# mul_batch_engine

==> config.mk <==
export PLATFORM = sky130hd
export DESIGN_NAME = mul_batch_engine
export DESIGN_NICKNAME = d
export VERILOG_FILES = /design/src/rtl/mul_batch_pkg.sv /design/src/rtl/mul_batch_engine_multiplier.sv /design/src/rtl/mul_batch_engine.sv
export SDC_FILE = /design/constraint.sdc
export NUM_CORES = 2
export LEC_CHECK = 0
export ABC_AREA = 1
export CELL_PAD_IN_SITES_DETAIL_PLACEMENT = 0
export CELL_PAD_IN_SITES_GLOBAL_PLACEMENT = 1
export CORE_AREA = 4 4 403 405
export DETAILED_ROUTE_END_ITERATION = 7
export DIE_AREA = 0 0 407 409
export PLACE_DENSITY_LB_ADDON = 0.1
export REMOVE_ABC_BUFFERS = 1
export SLEW_MARGIN = 20
export SYNTH_ARGS = -nofsm -noshare
export SYNTH_HDL_FRONTEND = slang
export SYNTH_SLANG_ARGS = --single-unit
export TNS_END_PERCENT = 50
==> constraint.sdc <==
create_clock -name clk -period 10 [get_ports clk]
set_clock_uncertainty 0.05 [all_clocks]
set_input_delay 2 -clock clk [delete_from_list [all_inputs] [get_ports clk]]
set_output_delay 2 -clock clk [all_outputs]
set_load 0.01 [all_outputs]
==> src/rtl/mul_batch_pkg.sv <==
// Shared definitions for the batch multiply engine: line/status geometry,
// FSM state type and lane-offset helpers for the packed input line.
// Latency: n/a (package). Backpressure: n/a.
package mul_batch_pkg;

   localparam int LINE_BITS   = 512;
   localparam int STATUS_BITS = 32;
   localparam int IDX_W       = 8;

   // Status word field positions
   localparam int ST_DONE_BIT  = 0;
   localparam int ST_COUNT_LSB = 8;
   localparam int ST_CYC_LSB   = 16;

   // Results start right after the status word on the output line
   localparam int RESULT_BASE = STATUS_BITS;

   typedef enum logic [2:0] {
      S_IDLE,
      S_REQUEST,
      S_WAIT_RD,
      S_ISSUE,
      S_DRAIN,
      S_WRITE
   } state_t;

   // Pair idx on the input line: a then b, each dlen bits
   function automatic int a_lsb(input int idx, input int dlen);
      return 2 * idx * dlen;
   endfunction

   function automatic int b_lsb(input int idx, input int dlen);
      return (2 * idx + 1) * dlen;
   endfunction

endpackage

==> src/rtl/mul_batch_engine_multiplier.sv <==
// Unsigned multiplier returning the low DATA_LEN bits of a*b.
// Latency: PIPELINE_STAGE cycles (0 = combinational). Backpressure: none, free-running.
// Ports: clk, reset (sync, active-high, clears pipeline), a, b in; result out.
module multiplier
   import mul_batch_pkg::*;
#(
   parameter int DATA_LEN       = 32,
   parameter int PIPELINE_STAGE = 0
) (
   input  logic                clk,
   input  logic                reset,
   input  logic [DATA_LEN-1:0] a,
   input  logic [DATA_LEN-1:0] b,
   output logic [DATA_LEN-1:0] result
);

   logic [DATA_LEN-1:0] w_prod;

   // Assignment context is DATA_LEN wide, so this is the truncated product
   assign w_prod = a * b;

   generate
      if (PIPELINE_STAGE == 0) begin : g_comb
         logic w_unused_ctl;
         assign w_unused_ctl = clk ^ reset;
         assign result = w_prod;
      end else begin : g_pipe
         logic [PIPELINE_STAGE-1:0][DATA_LEN-1:0] r_pipe;

         always_ff @(posedge clk) begin
            if (reset) begin
               r_pipe <= '0;
            end else begin
               r_pipe[0] <= w_prod;
               for (int k = 1; k < PIPELINE_STAGE; k++) begin
                  r_pipe[k] <= r_pipe[k-1];
               end
            end
         end

         assign result = r_pipe[PIPELINE_STAGE-1];
      end
   endgenerate

endmodule

==> src/rtl/mul_batch_engine.sv <==
// Batch engine: reads one line of operand pairs, multiplies up to NUM_PAIRS pairs, writes one result line.
// Latency: start -> wr_valid = 3 + read wait + eff_count + (eff_count ? PIPELINE_STAGE : 0) cycles.
// Backpressure: wr_valid/wr_data held until wr_ready; start ignored while busy.
// Ports: clk, reset, start, soft_reset, count[7:0], rd_req, rd_rsp_valid, rd_rsp_data[511:0],
//        wr_valid, wr_ready, wr_data[511:0] (status [31:0], results above), busy.
// Optional: MUL_BATCH_CYCLE_COUNT_EN adds a 16-bit saturating batch cycle counter in status [31:16].
module mul_batch_engine
   import mul_batch_pkg::*;
#(
   parameter int DATA_LEN       = 32,
   parameter int PIPELINE_STAGE = 0,
   parameter int NUM_PAIRS      = 4
) (
   input  logic                 clk,
   input  logic                 reset,
   input  logic                 start,
   input  logic                 soft_reset,
   input  logic [7:0]           count,
   output logic                 rd_req,
   input  logic                 rd_rsp_valid,
   input  logic [LINE_BITS-1:0] rd_rsp_data,
   output logic                 wr_valid,
   input  logic                 wr_ready,
   output logic [LINE_BITS-1:0] wr_data,
   output logic                 busy
);

   localparam int PAIR_BITS = 2 * NUM_PAIRS * DATA_LEN;
   localparam logic [IDX_W-1:0] MAX_CNT = IDX_W'(NUM_PAIRS);

   state_t                             r_state, w_state_nxt;
   logic [IDX_W-1:0]                   r_count, r_issue_idx;
   logic [IDX_W-1:0]                   w_count_eff, w_last_idx, w_cap_idx;
   logic [PAIR_BITS-1:0]               r_line;
   logic [NUM_PAIRS-1:0][DATA_LEN-1:0] r_slots;
   logic [NUM_PAIRS-1:0][DATA_LEN-1:0] w_lane_a, w_lane_b;
   logic [DATA_LEN-1:0]                w_mul_a, w_mul_b, w_mul_res;
   logic [STATUS_BITS-1:0]             w_status;
   logic [15:0]                        w_cyc;
   logic                               w_mul_rst, w_start_acc, w_issue;
   logic                               w_cap_vld, w_last_cap;

   assign w_mul_rst   = reset | soft_reset;
   assign w_start_acc = (r_state == S_IDLE) && start && !soft_reset;
   assign w_count_eff = (count > MAX_CNT) ? MAX_CNT : count;
   assign w_issue     = (r_state == S_ISSUE);
   assign w_last_idx  = r_count - IDX_W'(1);
   assign w_last_cap  = w_cap_vld && (w_cap_idx == w_last_idx);

   assign busy     = (r_state != S_IDLE);
   assign rd_req   = (r_state == S_REQUEST);
   assign wr_valid = (r_state == S_WRITE);

   // ---------------------------------------------------------------- FSM
   always_ff @(posedge clk) begin
      if (w_mul_rst) begin
         r_state <= S_IDLE;
      end else begin
         r_state <= w_state_nxt;
      end
   end

   always_comb begin
      w_state_nxt = r_state;
      case (r_state)
         S_IDLE:    if (w_start_acc) w_state_nxt = S_REQUEST;
         S_REQUEST: w_state_nxt = S_WAIT_RD;
         S_WAIT_RD: if (rd_rsp_valid) w_state_nxt = (r_count == '0) ? S_WRITE : S_ISSUE;
         // Without a pipeline the last result lands in the same cycle it issues
         S_ISSUE:   if (r_issue_idx == w_last_idx)
                       w_state_nxt = (PIPELINE_STAGE == 0) ? S_WRITE : S_DRAIN;
         S_DRAIN:   if (w_last_cap) w_state_nxt = S_WRITE;
         S_WRITE:   if (wr_ready) w_state_nxt = S_IDLE;
         default:   w_state_nxt = S_IDLE;
      endcase
   end

   // ----------------------------------------------------------- datapath
   always_ff @(posedge clk) begin
      if (w_mul_rst) begin
         r_count     <= '0;
         r_issue_idx <= '0;
         r_line      <= '0;
         r_slots     <= '0;
      end else begin
         if (w_start_acc) begin
            r_count <= w_count_eff;
            r_slots <= '0;
         end
         if ((r_state == S_WAIT_RD) && rd_rsp_valid) begin
            r_line <= rd_rsp_data[PAIR_BITS-1:0];
         end
         r_issue_idx <= w_issue ? (r_issue_idx + IDX_W'(1)) : '0;
         for (int i = 0; i < NUM_PAIRS; i++) begin
            if (w_cap_vld && (w_cap_idx == IDX_W'(i))) begin
               r_slots[i] <= w_mul_res;
            end
         end
      end
   end

   for (genvar i = 0; i < NUM_PAIRS; i++) begin : g_lane
      assign w_lane_a[i] = r_line[a_lsb(i, DATA_LEN) +: DATA_LEN];
      assign w_lane_b[i] = r_line[b_lsb(i, DATA_LEN) +: DATA_LEN];
   end

   // Operands are forced to zero outside issue cycles
   always_comb begin
      w_mul_a = '0;
      w_mul_b = '0;
      if (w_issue) begin
         for (int i = 0; i < NUM_PAIRS; i++) begin
            if (r_issue_idx == IDX_W'(i)) begin
               w_mul_a = w_lane_a[i];
               w_mul_b = w_lane_b[i];
            end
         end
      end
   end

   multiplier #(
      .DATA_LEN       (DATA_LEN),
      .PIPELINE_STAGE (PIPELINE_STAGE)
   ) u_mul (
      .clk    (clk),
      .reset  (w_mul_rst),
      .a      (w_mul_a),
      .b      (w_mul_b),
      .result (w_mul_res)
   );

   // Valid/index tracker that travels alongside the multiplier pipeline
   generate
      if (PIPELINE_STAGE == 0) begin : g_trk_comb
         assign w_cap_vld = w_issue;
         assign w_cap_idx = r_issue_idx;
      end else begin : g_trk_pipe
         logic [PIPELINE_STAGE-1:0]            r_vld_sr;
         logic [PIPELINE_STAGE-1:0][IDX_W-1:0] r_idx_sr;

         always_ff @(posedge clk) begin
            if (w_mul_rst) begin
               r_vld_sr <= '0;
               r_idx_sr <= '0;
            end else begin
               r_vld_sr[0] <= w_issue;
               r_idx_sr[0] <= r_issue_idx;
               for (int k = 1; k < PIPELINE_STAGE; k++) begin
                  r_vld_sr[k] <= r_vld_sr[k-1];
                  r_idx_sr[k] <= r_idx_sr[k-1];
               end
            end
         end

         assign w_cap_vld = r_vld_sr[PIPELINE_STAGE-1];
         assign w_cap_idx = r_idx_sr[PIPELINE_STAGE-1];
      end

      // Line bits above the configured lanes carry no operands
      if (PAIR_BITS < LINE_BITS) begin : g_line_hi
         logic w_unused_line_hi;
         assign w_unused_line_hi = ^rd_rsp_data[LINE_BITS-1:PAIR_BITS];
      end
   endgenerate

   // ------------------------------------------------------ cycle counter
`ifdef MUL_BATCH_CYCLE_COUNT_EN
   logic [15:0] r_cyc;

   always_ff @(posedge clk) begin
      if (w_mul_rst || w_start_acc) begin
         r_cyc <= '0;
      end else if ((r_state inside {S_REQUEST, S_WAIT_RD, S_ISSUE, S_DRAIN}) &&
                   (r_cyc != 16'hFFFF)) begin
         r_cyc <= r_cyc + 16'd1;
      end
   end

   assign w_cyc = r_cyc;
`else
   assign w_cyc = '0;
`endif

   // ------------------------------------------------------- output line
   always_comb begin
      w_status                          = '0;
      w_status[ST_DONE_BIT]             = 1'b1;
      w_status[ST_COUNT_LSB +: IDX_W]   = r_count;
      w_status[ST_CYC_LSB +: 16]        = w_cyc;
   end

   // Driven only in WRITE so the line reads zero from reset onward
   always_comb begin
      wr_data = '0;
      if (r_state == S_WRITE) begin
         wr_data[STATUS_BITS-1:0]                     = w_status;
         wr_data[RESULT_BASE +: NUM_PAIRS * DATA_LEN] = r_slots;
      end
   end

endmodule

# delay_mem_ctrl_flat

[src/rtl/delay_pkg.sv]
// Shared types and default sizes for the delay-line memory sequencer.
package delay_pkg;

    localparam int ADDR_W_DEF = 14;
    localparam int DATA_W_DEF = 16;
    localparam int RD_LAT_DEF = 1;

    typedef enum logic [1:0] {
        IDLE,
        READ,
        WRITE
    } state_t;

    typedef logic [DATA_W_DEF-1:0] sample_t;

endpackage

[src/rtl/delay_mem_ctrl_if.sv]
// Sample-side strobe/tap signals and the memory port of the delay sequencer.
interface delay_mem_ctrl_if #(
    parameter int ADDR_W = 14,
    parameter int DATA_W = 16
);

    logic              VALID;
    logic [DATA_W-1:0] sample_in;
    logic [ADDR_W-1:0] delay_len;
    logic [DATA_W-1:0] tap_out;
    logic              tap_vld;
    logic              busy;
    logic              overrun;
    logic              mem_w_en;
    logic [ADDR_W-1:0] mem_w_addr;
    logic [ADDR_W-1:0] mem_r_addr;
    logic [DATA_W-1:0] mem_d_in;
    logic [DATA_W-1:0] mem_d_out;

    // master: codec/mix side plus the memory's read data
    modport master (
        output VALID, sample_in, delay_len, mem_d_out,
        input  tap_out, tap_vld, busy, overrun,
        input  mem_w_en, mem_w_addr, mem_r_addr, mem_d_in
    );

    modport slave (
        input  VALID, sample_in, delay_len, mem_d_out,
        output tap_out, tap_vld, busy, overrun,
        output mem_w_en, mem_w_addr, mem_r_addr, mem_d_in
    );

endinterface

[src/rtl/delay_addr_gen.sv]
// Write pointer, fill level, tap read-address generation and tap gating.
module delay_addr_gen
    import delay_pkg::*;
#(
    parameter int ADDR_W = ADDR_W_DEF
) (
    input  logic              clk,
    input  logic              rst_n,
    input  logic              start,
    input  logic [ADDR_W-1:0] delay_len,
    input  logic              commit,
    input  logic [ADDR_W-1:0] len_q,
    output logic [ADDR_W-1:0] wptr,
    output logic [ADDR_W-1:0] rd_addr,
    output logic              tap_en
);

    localparam logic [ADDR_W-1:0] FILL_MAX = '1;

    logic [ADDR_W-1:0] wptr_reg;
    logic [ADDR_W-1:0] fill_cnt_reg;
    logic [ADDR_W-1:0] rd_addr_reg;

    always_ff @(posedge clk or negedge rst_n) begin
        if (!rst_n) begin
            wptr_reg     <= '0;
            fill_cnt_reg <= '0;
            rd_addr_reg  <= '0;
        end else begin
            if (start) begin
                rd_addr_reg <= wptr_reg - delay_len;
            end
            if (commit) begin
                wptr_reg <= wptr_reg + 1'b1;
                if (fill_cnt_reg != FILL_MAX) begin
                    fill_cnt_reg <= fill_cnt_reg + 1'b1;
                end
            end
        end
    end

    // Uses the fill level before this sample's write is counted.
    assign tap_en  = (len_q != '0) && (fill_cnt_reg >= len_q);
    assign wptr    = wptr_reg;
    assign rd_addr = rd_addr_reg;

endmodule

[src/rtl/delay_mem_ctrl.sv]
// Per-sample read-then-write sequencer for the delay-line memory; returns the gated tap.
module delay_mem_ctrl
    import delay_pkg::*;
#(
    parameter int ADDR_W = ADDR_W_DEF,
    parameter int DATA_W = DATA_W_DEF,
    parameter int RD_LAT = RD_LAT_DEF
) (
    input  logic            clk,
    input  logic            rst_n,
    delay_mem_ctrl_if.slave bus
);

    localparam int               CNT_W   = (RD_LAT > 1) ? $clog2(RD_LAT) : 1;
    localparam logic [CNT_W-1:0] RD_LAST = CNT_W'(RD_LAT - 1);

    state_t            state_reg;
    state_t            state_next;
    logic [CNT_W-1:0]  rd_cnt_reg;
    logic [DATA_W-1:0] samp_q_reg;
    logic [ADDR_W-1:0] len_q_reg;
    logic [ADDR_W-1:0] w_addr_reg;
    logic [DATA_W-1:0] tap_out_reg;
    logic              tap_vld_reg;
    logic              overrun_reg;

    logic              accept;
    logic [ADDR_W-1:0] wptr;
    logic [ADDR_W-1:0] rd_addr;
    logic              tap_en;

    assign accept = (state_reg == IDLE) && bus.VALID;

    delay_addr_gen #(
        .ADDR_W(ADDR_W)
    ) u_addr_gen (
        .clk      (clk),
        .rst_n    (rst_n),
        .start    (accept),
        .delay_len(bus.delay_len),
        .commit   (state_reg == WRITE),
        .len_q    (len_q_reg),
        .wptr     (wptr),
        .rd_addr  (rd_addr),
        .tap_en   (tap_en)
    );

    always_comb begin
        state_next = state_reg;
        case (state_reg)
            IDLE:    if (bus.VALID) state_next = READ;
            READ:    if (rd_cnt_reg == RD_LAST) state_next = WRITE;
            WRITE:   state_next = IDLE;
            default: state_next = IDLE;
        endcase
    end

    always_ff @(posedge clk or negedge rst_n) begin
        if (!rst_n) begin
            state_reg   <= IDLE;
            rd_cnt_reg  <= '0;
            samp_q_reg  <= '0;
            len_q_reg   <= '0;
            w_addr_reg  <= '0;
            tap_out_reg <= '0;
            tap_vld_reg <= 1'b0;
            overrun_reg <= 1'b0;
        end else begin
            state_reg   <= state_next;
            tap_vld_reg <= (state_reg == WRITE);
            if (accept) begin
                samp_q_reg <= bus.sample_in;
                len_q_reg  <= bus.delay_len;
                rd_cnt_reg <= '0;
            end else if (state_reg == READ) begin
                rd_cnt_reg <= rd_cnt_reg + 1'b1;
            end
            // Write address is frozen for the WRITE cycle and then held.
            if ((state_reg == READ) && (state_next == WRITE)) begin
                w_addr_reg <= wptr;
            end
            if (state_reg == WRITE) begin
                tap_out_reg <= tap_en ? bus.mem_d_out : '0;
            end
            if (bus.VALID && (state_reg != IDLE)) begin
                overrun_reg <= 1'b1;
            end
        end
    end

    assign bus.mem_w_en   = (state_reg == WRITE);
    assign bus.mem_w_addr = w_addr_reg;
    assign bus.mem_d_in   = samp_q_reg;
    assign bus.mem_r_addr = rd_addr;
    assign bus.tap_out    = tap_out_reg;
    assign bus.tap_vld    = tap_vld_reg;
    assign bus.busy       = (state_reg != IDLE);
    assign bus.overrun    = overrun_reg;

endmodule

[src/flat_wrapper.sv]
// flat-port wrapper written by rule: the top's interface ports become plain ports
module delay_mem_ctrl_flat import delay_pkg::*;
#(
    parameter int ADDR_W = ADDR_W_DEF,
    parameter int DATA_W = DATA_W_DEF,
    parameter int RD_LAT = RD_LAT_DEF
)
  (clk, rst_n, bus_VALID, bus_sample_in, bus_delay_len, bus_mem_d_out, bus_tap_out, bus_tap_vld, bus_busy, bus_overrun, bus_mem_w_en, bus_mem_w_addr, bus_mem_r_addr, bus_mem_d_in);
  delay_mem_ctrl_if #(.ADDR_W(ADDR_W), .DATA_W(DATA_W)) bus_i ();
  input  logic clk;
  input  logic rst_n;
  input wire logic [$bits(bus_i.VALID)-1:0] bus_VALID;
  input wire logic [$bits(bus_i.sample_in)-1:0] bus_sample_in;
  input wire logic [$bits(bus_i.delay_len)-1:0] bus_delay_len;
  input wire logic [$bits(bus_i.mem_d_out)-1:0] bus_mem_d_out;
  output wire logic [$bits(bus_i.tap_out)-1:0] bus_tap_out;
  output wire logic [$bits(bus_i.tap_vld)-1:0] bus_tap_vld;
  output wire logic [$bits(bus_i.busy)-1:0] bus_busy;
  output wire logic [$bits(bus_i.overrun)-1:0] bus_overrun;
  output wire logic [$bits(bus_i.mem_w_en)-1:0] bus_mem_w_en;
  output wire logic [$bits(bus_i.mem_w_addr)-1:0] bus_mem_w_addr;
  output wire logic [$bits(bus_i.mem_r_addr)-1:0] bus_mem_r_addr;
  output wire logic [$bits(bus_i.mem_d_in)-1:0] bus_mem_d_in;
  assign bus_i.VALID = bus_VALID;
  assign bus_i.sample_in = bus_sample_in;
  assign bus_i.delay_len = bus_delay_len;
  assign bus_i.mem_d_out = bus_mem_d_out;
  assign bus_tap_out = bus_i.tap_out;
  assign bus_tap_vld = bus_i.tap_vld;
  assign bus_busy = bus_i.busy;
  assign bus_overrun = bus_i.overrun;
  assign bus_mem_w_en = bus_i.mem_w_en;
  assign bus_mem_w_addr = bus_i.mem_w_addr;
  assign bus_mem_r_addr = bus_i.mem_r_addr;
  assign bus_mem_d_in = bus_i.mem_d_in;
  delay_mem_ctrl #(.ADDR_W(ADDR_W), .DATA_W(DATA_W), .RD_LAT(RD_LAT)) u_core (.clk(clk), .rst_n(rst_n), .bus(bus_i));
endmodule
[config.mk]
export PLATFORM = sky130hd
export DESIGN_NAME = delay_mem_ctrl_flat
export DESIGN_NICKNAME = d
export VERILOG_FILES = /design/src/rtl/delay_pkg.sv /design/src/rtl/delay_mem_ctrl_if.sv /design/src/rtl/delay_addr_gen.sv /design/src/rtl/delay_mem_ctrl.sv /design/src/flat_wrapper.sv
export SDC_FILE = /design/constraint.sdc
export NUM_CORES = 1
export LEC_CHECK = 0
export ABC_CLOCK_PERIOD_IN_PS = 3300
export CORE_AREA = 2 2 150 152
export CTS_BUF_LIST = sky130_fd_sc_hd__clkbuf_2
export CTS_CLUSTER_DIAMETER = 80
export DETAILED_ROUTE_END_ITERATION = 12
export DIE_AREA = 0 0 152 154
export PLACE_DENSITY = 0.49
export SETUP_SLACK_MARGIN = 0.4
export SYNTH_ARGS = -nofsm -noshare
export SYNTH_HDL_FRONTEND = slang
export SYNTH_HIERARCHICAL = 1
export SYNTH_SLANG_ARGS = --single-unit
[constraint.sdc]
create_clock -name clk -period 3.3 [get_ports clk]
set_clock_uncertainty 0.05 [all_clocks]
set_input_delay 0.825 -clock clk [delete_from_list [all_inputs] [get_ports clk]]
set_output_delay 0.825 -clock clk [all_outputs]
set_load 0.02 [all_outputs]
# bcd_time_seq

File: src/rtl/bcd_time_seq.sv
// MM:SS BCD timekeeper that advances one digit per cycle through an external
// 4-bit ALU used as an incrementer (F = A + 1), carrying SU -> ST -> MU -> MT.
module bcd_time_seq #(
   parameter int SU_MAX = 9,
   parameter int ST_MAX = 5,
   parameter int MU_MAX = 9,
   parameter int MT_MAX = 5
) (
   input  logic       clk,
   input  logic       rst,
   input  logic       tick,
   input  logic       alu_f1,
   input  logic       alu_f2,
   input  logic       alu_f3,
   input  logic       alu_f4,
   input  logic       alu_cout,
   output logic       alu_a1,
   output logic       alu_a2,
   output logic       alu_a3,
   output logic       alu_a4,
   output logic       alu_b1,
   output logic       alu_b2,
   output logic       alu_b3,
   output logic       alu_b4,
   output logic       alu_s1,
   output logic       alu_s0,
   output logic       alu_cin,
   output logic [3:0] sec_u,
   output logic [3:0] sec_t,
   output logic [3:0] min_u,
   output logic [3:0] min_t,
   output logic       busy,
   output logic       rollover,
   output logic       overrun
);

   typedef enum logic [2:0] {IDLE, SU, ST, MU, MT} state_t;

   state_t     state, state_nxt;
   logic [3:0] alu_f;
   logic [3:0] digit;
   logic [3:0] limit;
   logic [3:0] digit_nxt;
   logic       at_limit;
   logic       pend;
   logic       unused_cout;

   // Digits never exceed 9, so the ALU carry-out carries no information here.
   assign unused_cout = alu_cout;
   assign alu_f       = {alu_f4, alu_f3, alu_f2, alu_f1};

   // Fixed add-one configuration of the ALU.
   assign {alu_b4, alu_b3, alu_b2, alu_b1} = 4'b0001;
   assign alu_s1  = 1'b0;
   assign alu_s0  = 1'b1;
   assign alu_cin = 1'b0;

   assign {alu_a4, alu_a3, alu_a2, alu_a1} = digit;
   assign busy = (state != IDLE);

   always_comb begin
      digit = 4'd0;
      limit = 4'hF;
      case (state)
         SU:      begin digit = sec_u; limit = 4'(SU_MAX); end
         ST:      begin digit = sec_t; limit = 4'(ST_MAX); end
         MU:      begin digit = min_u; limit = 4'(MU_MAX); end
         MT:      begin digit = min_t; limit = 4'(MT_MAX); end
         default: begin digit = 4'd0;  limit = 4'hF;       end
      endcase
   end

   assign at_limit  = (digit == limit);
   assign digit_nxt = at_limit ? 4'd0 : alu_f;

   always_comb begin
      state_nxt = state;
      case (state)
         IDLE:    if (tick || pend) state_nxt = SU;
         SU:      state_nxt = at_limit ? ST : IDLE;
         ST:      state_nxt = at_limit ? MU : IDLE;
         MU:      state_nxt = at_limit ? MT : IDLE;
         MT:      state_nxt = IDLE;
         default: state_nxt = IDLE;
      endcase
   end

   always_ff @(posedge clk or posedge rst) begin
      if (rst) begin
         state    <= IDLE;
         sec_u    <= 4'd0;
         sec_t    <= 4'd0;
         min_u    <= 4'd0;
         min_t    <= 4'd0;
         pend     <= 1'b0;
         overrun  <= 1'b0;
         rollover <= 1'b0;
      end else begin
         state    <= state_nxt;
         rollover <= (state == MT) && at_limit;
         case (state)
            SU:      sec_u <= digit_nxt;
            ST:      sec_t <= digit_nxt;
            MU:      min_u <= digit_nxt;
            MT:      min_t <= digit_nxt;
            default: ;
         endcase
         // IDLE always consumes the request (pending or live); only one can queue.
         if (state == IDLE) begin
            pend <= 1'b0;
         end else if (tick) begin
            if (!pend) pend    <= 1'b1;
            else       overrun <= 1'b1;
         end
      end
   end

endmodule

File: config.mk
export PLATFORM = sky130hd
export DESIGN_NAME = bcd_time_seq
export DESIGN_NICKNAME = d
export VERILOG_FILES = /design/src/rtl/bcd_time_seq.sv
export SDC_FILE = /design/constraint.sdc
export NUM_CORES = 1
export LEC_CHECK = 0
export CAP_MARGIN = 20
export CORE_AREA = 5 5 60 62
export CTS_CLUSTER_DIAMETER = 60
export DETAILED_ROUTE_END_ITERATION = 6
export DIE_AREA = 0 0 65 67
export GPL_ROUTABILITY_DRIVEN = 0
export PLACE_DENSITY_LB_ADDON = 0.25
export SLEW_MARGIN = 20
export SYNTH_ARGS = -nofsm -noshare
export SYNTH_HDL_FRONTEND = slang
export SYNTH_SLANG_ARGS = --single-unit
File: constraint.sdc
create_clock -name clk -period 2.1 [get_ports clk]
set_clock_uncertainty 0.2 [all_clocks]
set_input_delay 0.42 -clock clk [delete_from_list [all_inputs] [get_ports clk]]
set_output_delay 0.42 -clock clk [all_outputs]
set_load 0.02 [all_outputs]
# cpu_step_2

==> src/rtl/cpu_pkg.sv <==
// Shared pipeline-stage definitions: opcodes, FSM state encoding and piece geometry.
package cpu_pkg;

    typedef logic [3:0] opcode_t;

    localparam opcode_t OP_NOP    = 4'd0;
    localparam opcode_t OP_LEFT   = 4'd1;
    localparam opcode_t OP_RIGHT  = 4'd2;
    localparam opcode_t OP_DOWN   = 4'd3;
    localparam opcode_t OP_ROTATE = 4'd4;
    localparam opcode_t OP_HALT   = 4'd5;

    localparam int CELLS = 4;

    typedef enum logic [2:0] {
        ST_FETCH,
        ST_CALC,
        ST_CHECK,
        ST_COMMIT,
        ST_ADVANCE,
        ST_HALT
    } state_t;

    // Opcodes that move the piece; everything else except HALT is a NOP.
    function automatic logic is_move(input opcode_t op);
        return (op >= OP_LEFT) && (op <= OP_ROTATE);
    endfunction

endpackage

==> src/rtl/cell_check.sv <==
// Combinational collision test for one candidate cell against the board.
module cell_check
    import cpu_pkg::*;
#(
    parameter int WIDTH     = 8,
    parameter int MEM_WIDTH = 4
) (
    input  logic [WIDTH-1:0]           x,
    input  logic [WIDTH-1:0]           y,
    input  logic [WIDTH*MEM_WIDTH-1:0] bus,
    output logic                       blocked
);

    logic [MEM_WIDTH-1:0][WIDTH-1:0] rows;
    logic                            hit;

    assign rows = bus;

    // Equality scan keeps out-of-range coordinates from ever indexing the board.
    always_comb begin
        hit = 1'b0;
        for (int r = 0; r < MEM_WIDTH; r++) begin
            for (int c = 0; c < WIDTH; c++) begin
                if (y == WIDTH'(r) && x == WIDTH'(c)) hit = rows[r][c];
            end
        end
    end

    assign blocked = (x >= WIDTH'(WIDTH)) || (y >= WIDTH'(MEM_WIDTH)) || hit;

endmodule

==> src/rtl/cpu_step_2.sv <==
// Second pipeline stage: moves/rotates the falling piece, checks collisions cell by
// cell, and commits either the moved piece or a merged board back toward step 1.
module cpu_step_2
    import cpu_pkg::*;
#(
    parameter int WIDTH      = 8,
    parameter int MEM_WIDTH  = 4,
    parameter int MEM_HEIGHT = 4
) (
    input  logic                       clk,
    input  logic                       rst,
    input  logic [2*WIDTH-1:0]         instr_step_1,
    input  logic [4*WIDTH-1:0]         coord_x_step_1,
    input  logic [4*WIDTH-1:0]         coord_y_step_1,
    input  logic [WIDTH*MEM_WIDTH-1:0] bus_step_1,
    output logic [4*WIDTH-1:0]         coord_x_step_2,
    output logic [4*WIDTH-1:0]         coord_y_step_2,
    output logic [WIDTH*MEM_WIDTH-1:0] bus_step_2,
    output logic                       is_load_PC,
    output logic                       is_write_reg,
    output logic                       is_touch,
    output logic                       busy
);

    state_t                          state;
    opcode_t                         op_q;
    logic [CELLS-1:0][WIDTH-1:0]     lat_x, lat_y;
    logic [CELLS-1:0][WIDTH-1:0]     cand_x, cand_y;
    logic [CELLS-1:0][WIDTH-1:0]     nx, ny;
    logic [MEM_WIDTH-1:0][WIDTH-1:0] bus_q, merged;
    logic [1:0]                      chk_idx;
    logic                            blocked, cur_blk, blk_all;

    logic unused_ok;
    assign unused_ok = ^{instr_step_1[2*WIDTH-5:0], 32'(MEM_HEIGHT)};

    // Candidate cells; ROTATE pivots every cell around cell 0.
    always_comb begin
        for (int i = 0; i < CELLS; i++) begin
            nx[i] = lat_x[i];
            ny[i] = lat_y[i];
            case (op_q)
                OP_LEFT:   nx[i] = lat_x[i] - WIDTH'(1);
                OP_RIGHT:  nx[i] = lat_x[i] + WIDTH'(1);
                OP_DOWN:   ny[i] = lat_y[i] + WIDTH'(1);
                OP_ROTATE: begin
                    nx[i] = lat_x[0] - (lat_y[i] - lat_y[0]);
                    ny[i] = lat_y[0] + (lat_x[i] - lat_x[0]);
                end
                default: ;
            endcase
        end
    end

    // Landed piece stamped into the board; out-of-bounds cells are dropped.
    always_comb begin
        merged = bus_q;
        for (int i = 0; i < CELLS; i++) begin
            for (int r = 0; r < MEM_WIDTH; r++) begin
                for (int c = 0; c < WIDTH; c++) begin
                    if (lat_x[i] == WIDTH'(c) && lat_y[i] == WIDTH'(r)) merged[r][c] = 1'b1;
                end
            end
        end
    end

    cell_check #(
        .WIDTH     (WIDTH),
        .MEM_WIDTH (MEM_WIDTH)
    ) u_cell_check (
        .x       (cand_x[chk_idx]),
        .y       (cand_y[chk_idx]),
        .bus     (bus_q),
        .blocked (cur_blk)
    );

    assign blk_all = blocked | cur_blk;

    // Status rather than a registered pulse: high straight out of reset (FETCH).
    assign busy = (state != ST_HALT);

    always_ff @(posedge clk) begin
        if (rst) begin
            state          <= ST_FETCH;
            op_q           <= OP_NOP;
            lat_x          <= '0;
            lat_y          <= '0;
            cand_x         <= '0;
            cand_y         <= '0;
            bus_q          <= '0;
            chk_idx        <= '0;
            blocked        <= 1'b0;
            coord_x_step_2 <= '0;
            coord_y_step_2 <= '0;
            bus_step_2     <= '0;
            is_load_PC     <= 1'b0;
            is_write_reg   <= 1'b0;
            is_touch       <= 1'b0;
        end else begin
            is_load_PC   <= 1'b0;
            is_write_reg <= 1'b0;
            is_touch     <= 1'b0;
            case (state)
                ST_FETCH: begin
                    op_q  <= instr_step_1[2*WIDTH-1 -: 4];
                    lat_x <= coord_x_step_1;
                    lat_y <= coord_y_step_1;
                    bus_q <= bus_step_1;
                    state <= ST_CALC;
                end
                ST_CALC: begin
                    if (op_q == OP_HALT) begin
                        state <= ST_HALT;
                    end else begin
                        cand_x  <= nx;
                        cand_y  <= ny;
                        chk_idx <= '0;
                        blocked <= 1'b0;
                        state   <= ST_CHECK;
                    end
                end
                ST_CHECK: begin
                    blocked <= blk_all;
                    chk_idx <= chk_idx + 2'd1;
                    // Outputs are registered here so they are valid during COMMIT.
                    if (chk_idx == 2'd3) begin
                        state <= ST_COMMIT;
                        if (!blk_all && is_move(op_q)) begin
                            coord_x_step_2 <= cand_x;
                            coord_y_step_2 <= cand_y;
                            bus_step_2     <= bus_q;
                            is_write_reg   <= 1'b1;
                        end else if (blk_all && op_q == OP_DOWN) begin
                            coord_x_step_2 <= lat_x;
                            coord_y_step_2 <= lat_y;
                            bus_step_2     <= merged;
                            is_write_reg   <= 1'b1;
                            is_touch       <= 1'b1;
                        end else begin
                            coord_x_step_2 <= lat_x;
                            coord_y_step_2 <= lat_y;
                            bus_step_2     <= bus_q;
                        end
                    end
                end
                ST_COMMIT: begin
                    is_load_PC <= 1'b1;
                    state      <= ST_ADVANCE;
                end
                ST_ADVANCE: state <= ST_FETCH;
                ST_HALT:    state <= ST_HALT;
                default:    state <= ST_FETCH;
            endcase
        end
    end

endmodule
==> config.mk <==
export PLATFORM = sky130hd
export DESIGN_NAME = cpu_step_2
export DESIGN_NICKNAME = d
export VERILOG_FILES = /design/src/rtl/cpu_pkg.sv /design/src/rtl/cell_check.sv /design/src/rtl/cpu_step_2.sv
export SDC_FILE = /design/constraint.sdc
export NUM_CORES = 1
export LEC_CHECK = 0
export ABC_AREA = 1
export CAP_MARGIN = 15
export CORE_MARGIN = 5
export CORE_UTILIZATION = 58
export DETAILED_ROUTE_END_ITERATION = 8
export PLACE_DENSITY_LB_ADDON = 0.08
export SYNTH_ARGS = -nofsm -noshare
export SYNTH_HDL_FRONTEND = slang
export SYNTH_SLANG_ARGS = --single-unit
export TNS_END_PERCENT = 1
==> constraint.sdc <==
create_clock -name clk -period 4.8 [get_ports clk]
set_clock_uncertainty 0.2 [all_clocks]
set_input_delay 0.96 -clock clk [delete_from_list [all_inputs] [get_ports clk]]
set_output_delay 0.96 -clock clk [all_outputs]
set_load 0.1 [all_outputs]
==> bcd_time_seq/sizes.png <==
The bar under the picture is 20 um long.
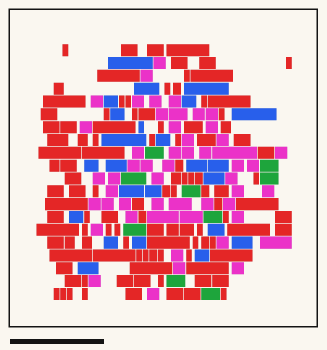
- red: _0 and _1 cells (cells 109; share 56%)
- green: _6 and larger (cells 9; share 4.6%)
- blue: _2 cells (cells 24; share 12%)
- magenta: _3 and _4 cells (cells 52; share 27%)
Worst Slack Setup Final: -0.233 ns
Non-CTS buffers: 75
Finished Cell Area: 0.00195 mm2

==> bcd_time_seq/layer_met3.png <==
The bar under the picture is 20 um long.
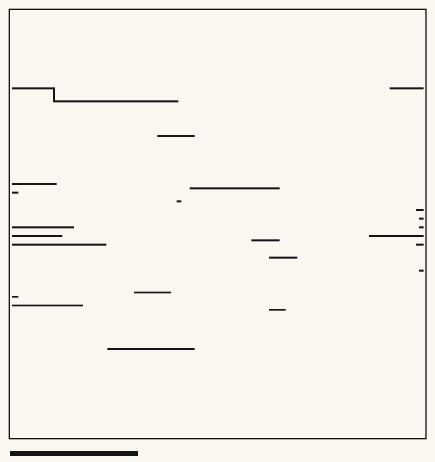
- share of all routed wire: 4.0%
- longest straight run: 19.3 um
- main direction: horizontal
- nets with wire on the layer: 22
- wire length on this layer: 144 um
Post-Route WL: 3580 um
Via Count: 1,173

==> metrics.csv, bcd_time_seq <==
stage,metric,value,unit
status,run_status,finished with violations,
status,violations,negative setup slack,
power_and_ir_drop,finalPower,2.05,mW
worst_hold_path,min_path_type,primary input to async pin,
global_routing,antenna_found_initial,0,
timing,period_used_share,111,%
critical_path,crit_end,alu_a1,
timing,fin_ws,-0.233,ns
clock_network,cts_max_path_buffers,2,
yosys,yosys_warnings,0,
power_and_ir_drop,p_clk,0.235,mW
timing,setup_viol,23,
yosys,xor_share,0,%
power_and_ir_drop,power_leader,combinational logic,
power_and_ir_drop,p_sw,0.801,mW
yosys,synthFlopType,dfrtp_1,
floorplanning,tap_cells,33,
power_and_ir_drop,ir_drop,536,uV
global_routing,grt_pass1_vias,1156,
timing,hold_viol_final,0,
finish,layout_top_cell,buf_4,
global_routing,overflow,0,
finish,largest_class,non-clock buffers,
yosys,top_cells_by_area,"dfrtp_1 47%, nand2_1 8.7%, buf_4 5.8%",
## bcd_time_seq: synthesized netlist by cell type, drive strengths merged (3+ instances only)
library cell and n:
a31oi 4, buf 12, nor2b 3, dfrtp 22, a22oi 3, nand2 27
a21oi 3, inv 5, mux2i 5, o21ai 12
## bcd_time_seq: kinds of logic (layout without fill, tap and decap cells)
logic type	Yosys count	after routing
buf+inv	17	84
simple gates	44	44
other cells	2	7
compound gates	32	32
mux	5	5
flops	22	22
## bcd_time_seq: flip-flops by register name (all words and copies together), names as in the netlist
signal,count
rollover,1
sec_u,4
state,3
pend,1
min_u,4
sec_t,4
min_t,4
overrun,1
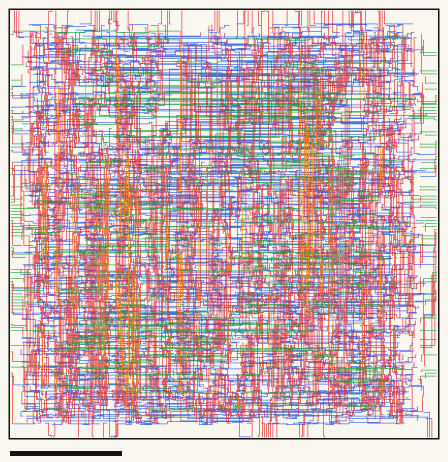
(cpu_step_2/wires.png)
The bar under the picture is 50 um long.
- red: metal 2 (wire length 30.7 mm)
- orange: metal 4 (wire length 3,480 um)
- green: metal 3 (wire length 9,960 um)
- blue: metal 1 (wire length 30.0 mm)
Post-Route WL: 74,100 um
Via Count: 21,000
WL per Instance: 21.9 um

==> cpu_step_2/sizes.png <==
The bar under the picture is 50 um long.
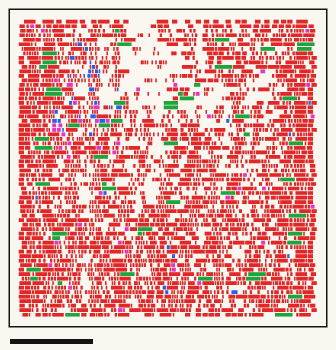
- magenta: _3 and _4 cells (cells 46; share 1.6%)
- red: _0 and _1 cells (cells 2,810; share 95%)
- blue: _2 cells (cells 38; share 1.3%)
- green: _6 and larger (cells 52; share 1.8%)
Finished Cell Area: 0.0223 mm2
Worst Slack Setup Final: 0.320 ns
Non-CTS buffers: 243

==> metrics.csv, cpu_step_2 <==
stage,metric,value,unit
status,run_status,finished clean,
global_routing,antenna_found_initial,0,
critical_path,startpoint_type,flip-flop,
clock_network,post_cts_resized,0,
critical_path,path_depth,39,
yosys,async_flop_share,0,%
global_routing,grt_use_total,39.3,%
finish,seq_area,0.00539,mm2
place,io_buffers,201,
critical_path,cp_common_cell,nand2_1,
critical_path,r2r_setup_slack,0.32,ns
floorplanning,initial_utilization,58.5,%
yosys,ys_seq_elements,269,
detailed_routing,wl_met3,9960,um
place,place_hpwl,53900,um
finish,drive_gt1_share,4.62,%
clock_network,cts_buffers,30,
yosys,syn_area_per_cell,6.76,um2
finish,flops,269,
worst_hold_path,holdPathStages,2,
place,finalWeightedCongestion,1.04,
finish,clockBufferCount,34,
timing,hold_viol_final,0,
clock_network,postCtsHoldBufs,0,
global_routing,grt_max_degree,94,
yosys,ys_cells,2802,
critical_path,crit_start,chk_idx[0],
critical_path,cp-end-kind,flip-flop,
place,dpl_cell_area,0.0211,mm2
worst_hold_path,min_to,coord_y_step_2[6],
critical_path,crit_end,bus_step_2[5],
finish,fillCellCount,2810,
yosys,synthMuxAreaShare,0,%
critical_path,r2r_start,chk_idx[0],
floorplanning,tap_cells,442,
detailed_routing,wl_met1,30000,um
clock_network,cts_sinks,269,
==> cpu_step_2: where the power goes <==
group          internal, mW  total [mW]  switching [mW]
registers              2.69        3.31           0.625
logic                  2.61        8.51            5.91
clock network          1.62        2.69            1.08
total                  6.91        14.5            7.61
==> cpu_step_2: routing by layer <==
layer / vias up / global-route usage (%)
met5: - / 0
met1: 9701 / 54.8
li1: 9630 / -
met2: 1422 / 58.6
met3: 220 / 9.76
met4: 0 / 15.1
==> cpu_step_2: tightest hold or removal path, stage by stage, from the launching register on <==
cell	delay, ns
dfxtp_1	0.31
nand2_1	0.06
a21oi_1	0.05
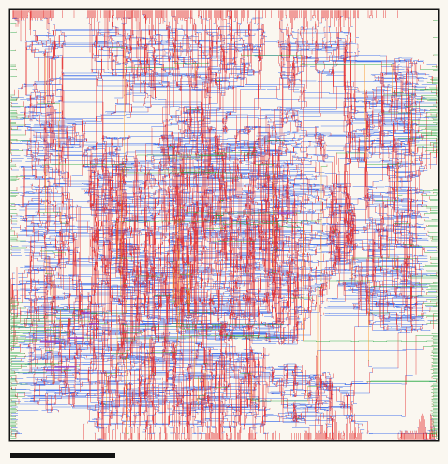
(mul_batch_engine/wires.png)
The bar under the picture is 100 um long.
- red: metal 2 (wire length 67.9 mm)
- green: metal 3 (wire length 5,770 um)
- purple: metal 5 (wire length 93.8 um)
- blue: metal 1 (wire length 67.0 mm)
- orange: metal 4 (wire length 2,140 um)
Via Count: 30,700
GRT Util Overall: 16.8%

==> metrics.csv, mul_batch_engine <==
stage,metric,value,unit
detailed_routing,routed-wl-met2,67900,um
yosys,top_cells_by_area,"fa_1 22%, dfxtp_1 22%, nor2_1 11%",
detailed_routing,ant_nets,0,
power_and_ir_drop,p_int,2.86,mW
power_and_ir_drop,p_clk,1.94,mW
yosys,ys_cells,4999,
timing,rsz0062_at_grt,true,
worst_hold_path,min_path_type,flip-flop to flip-flop,
finish,clockBufferCount,86,
detailed_routing,wl_per_cell,19.2,um
yosys,syn_inst,4999,
finish,largest_reg_flops,256,
power_and_ir_drop,p_leak,17.9,nW
yosys,yosys_area,0.0366,mm2
status,run_status,finished clean,
finish,design_area,0.0436,mm2
yosys,top_cell,nor2_1,
run,drv_cap,0,
global_routing,grt.met3_usage,2.25,%
critical_path,cp_num_buf_inv,6,
finish,seq_area,0.00807,mm2
timing,tns,0,ns
detailed_routing,wl,143000,um
detailed_routing,firstDrtPassIters,5,
floorplanning,chip_area,0.166,mm2
yosys,async_flop_share,0,%
power_and_ir_drop,power_frac_seq,41.9,%
yosys,synthFlopType,dfxtp_1,
yosys,synth_top_area_share,22.3,%
power_and_ir_drop,swShare,26.1,%
place,preCtsSetupSlack,0.380,ns
floorplanning,rows,146,
detailed_routing,route.detailed.drc,0,
critical_path,cpLargestDelayFamily,adder cells,
global_routing,busiest_layer,met2,
detailed_routing,wl_met3,5770,um
floorplanning,core-area,0.158,mm2
finish,logic_gate_count,3665,
power_and_ir_drop,power_density,88.8,mW/mm2
finish,utilization,27.5,%
finish,syn_to_final_growth,19.0,%
critical_path,critPathKind,flip-flop to flip-flop,
place,place_hpwl,109000,um
finish,layoutNonFillerInstCount,7437,
timing,worstMarginPinSlew,1.15,ns
finish,fillCellCount,17600,
run,tool_warnings,291,
global_routing,grt_max_degree,161,
[mul_batch_engine: cells in the final DEF, fill, tap and decap left out, types with 126 or more instances in the layout]
cell	instances
dfxtp_1	403
nand3_1	126
nor2_1	1022
ha_1	128
clkdlybuf4s50_1	409
a21oi_1	264
fa_1	408
conb_1	375
nand2_1	799
inv_1	649
o21ai_0	300
[mul_batch_engine: path summary, 6_finish.rpt]
check,start,end,cells past startpoint
max,r_issue_idx[0],r_slots[63],32
min,r_line[86],r_line[86],2
max reg2reg,r_issue_idx[0],r_slots[63],32
min reg2reg,r_line[86],r_line[86],2
==> delay_mem_ctrl_flat/wires.png <==
The bar under the picture is 50 um long.
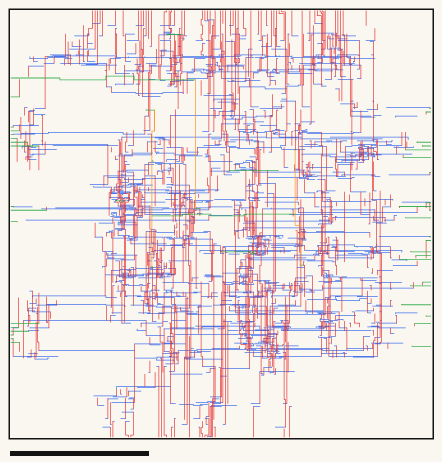
- blue: metal 1 (wire length 5,650 um)
- green: metal 3 (wire length 343 um)
- orange: metal 4 (wire length 147 um)
- red: metal 2 (wire length 6,540 um)
Via Count: 3,820
WL per Instance: 14.5 um
GRT Util Overall: 11.1%
Post-Route WL: 12,700 um

==> metrics.csv, delay_mem_ctrl_flat <==
stage,metric,value,unit
clock_network,postCtsHoldBufs,1,
yosys,fa_ha_area_share,7.18,%
run,drv_cap,0,
floorplanning,die_h,154,um
clock_network,post_cts_resized,3,
worst_hold_path,holdPathStages,1,
timing,final.min_clock_period,2.61,ns
critical_path,startpoint_type,flip-flop,
yosys,yosys_area,0.00533,mm2
critical_path,r2r_start,u_core/u_addr_gen/wptr[0],
yosys,synthMuxAreaShare,15.0,%
global_routing,grt_util_met1,13.5,%
critical_path,r2r_end,u_core/u_addr_gen/rd_addr[12],
yosys,synthTopCellsByCount,"107 x dfrtp_1, 49 x inv_1, 45 x mux2_2",
status,run_status,finished clean,
worst_hold_path,min_to,u_core/bus.overrun,
critical_path,path_cells,"buf_4, nor2b_2, dlygate4sd2_1",
global_routing,grt.met3_usage,1.78,%
floorplanning,die_x,152,um
yosys,floorplan.nets,541,
timing,rsz0062_at_grt,false,
detailed_routing,vias_per_cell,4.38,
global_routing,grt_pass1_wl,20900,um
critical_path,crit_end,bus_mem_w_en,
yosys,logic_family,multiplexers,
yosys,ys_seq_share,50.2,%
place,io_buffers,112,
floorplanning,num_io_pins,113,
critical_path,cpLargestDelayFamily,buffers and inverters,
finish,diodes,0,
timing,setup_viol,0,
finish,utilization,32.3,%
yosys,top_cells_by_area,"dfrtp_1 50%, mux2_2 9.5%, ha_1 6.8%",
power_and_ir_drop,ir_drop,198,uV
floorplanning,core-area,0.0217,mm2
yosys,ys_seq_elements,107,
global_routing,antenna_found_initial,0,
finish,final_nets,667,
critical_path,crit_path_top_delay_cell,dfrtp_2,
global_routing,grt_pass1_vias,4084,
delay_mem_ctrl_flat: layout make-up:
type | instances | area [um2]
fill | 2220 | 14700
sequential | 107 | 2680
multi-input combinational | 294 | 2410
timing repair buffer | 127 | 1270
tap | 280 | 350
inverter | 49 | 184
clock inverter | 7 | 67.6
clock buffer | 9 | 45.0


==> layout pictures side by side <==
Met3 routing.
picture 1
The bar under the picture is 50 um long.
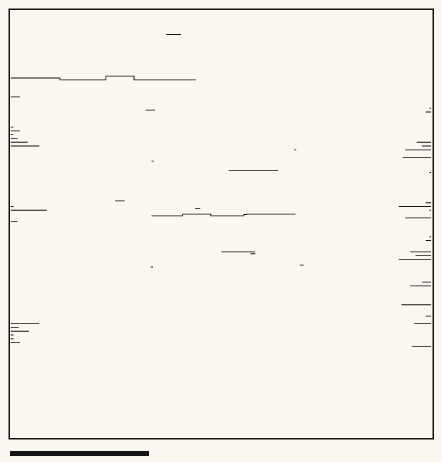
picture 2
The bar under the picture is 50 um long.
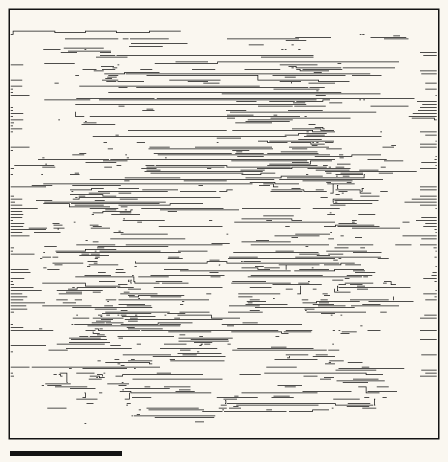
picture 3
The bar under the picture is 100 um long.
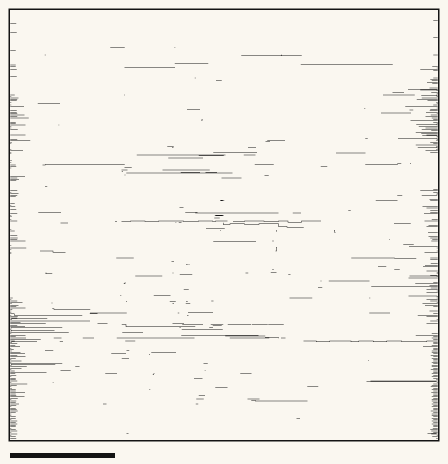
Picture 2 comes from cpu_step_2.
Picture 3 comes from mul_batch_engine.
Picture 1 comes from delay_mem_ctrl_flat.


==> notes/layouts.md <==
Pictures saved along the way, in no particular order.

Placed standard cells.
image #1
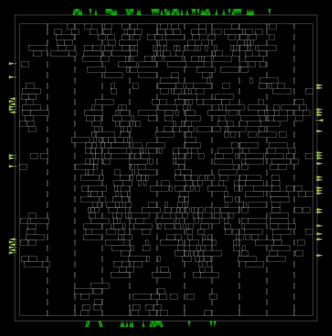
image #2
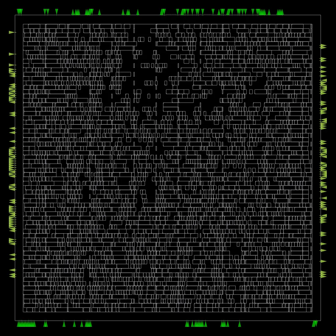
image #3
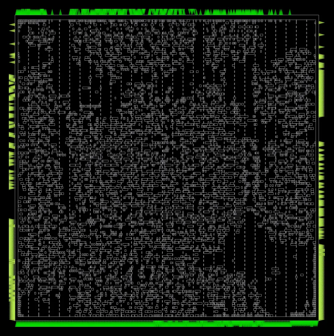
image #4
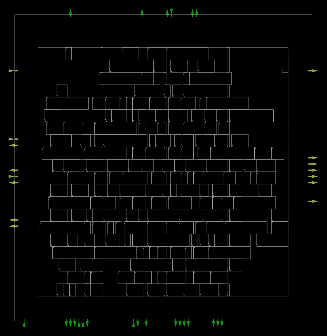
image #1: delay_mem_ctrl_flat
image #3: mul_batch_engine
image #4: bcd_time_seq
image #2: cpu_step_2
Of these, most cells: image #3

Power figures rest on the tool's default switching activity, not on a simulated workload.
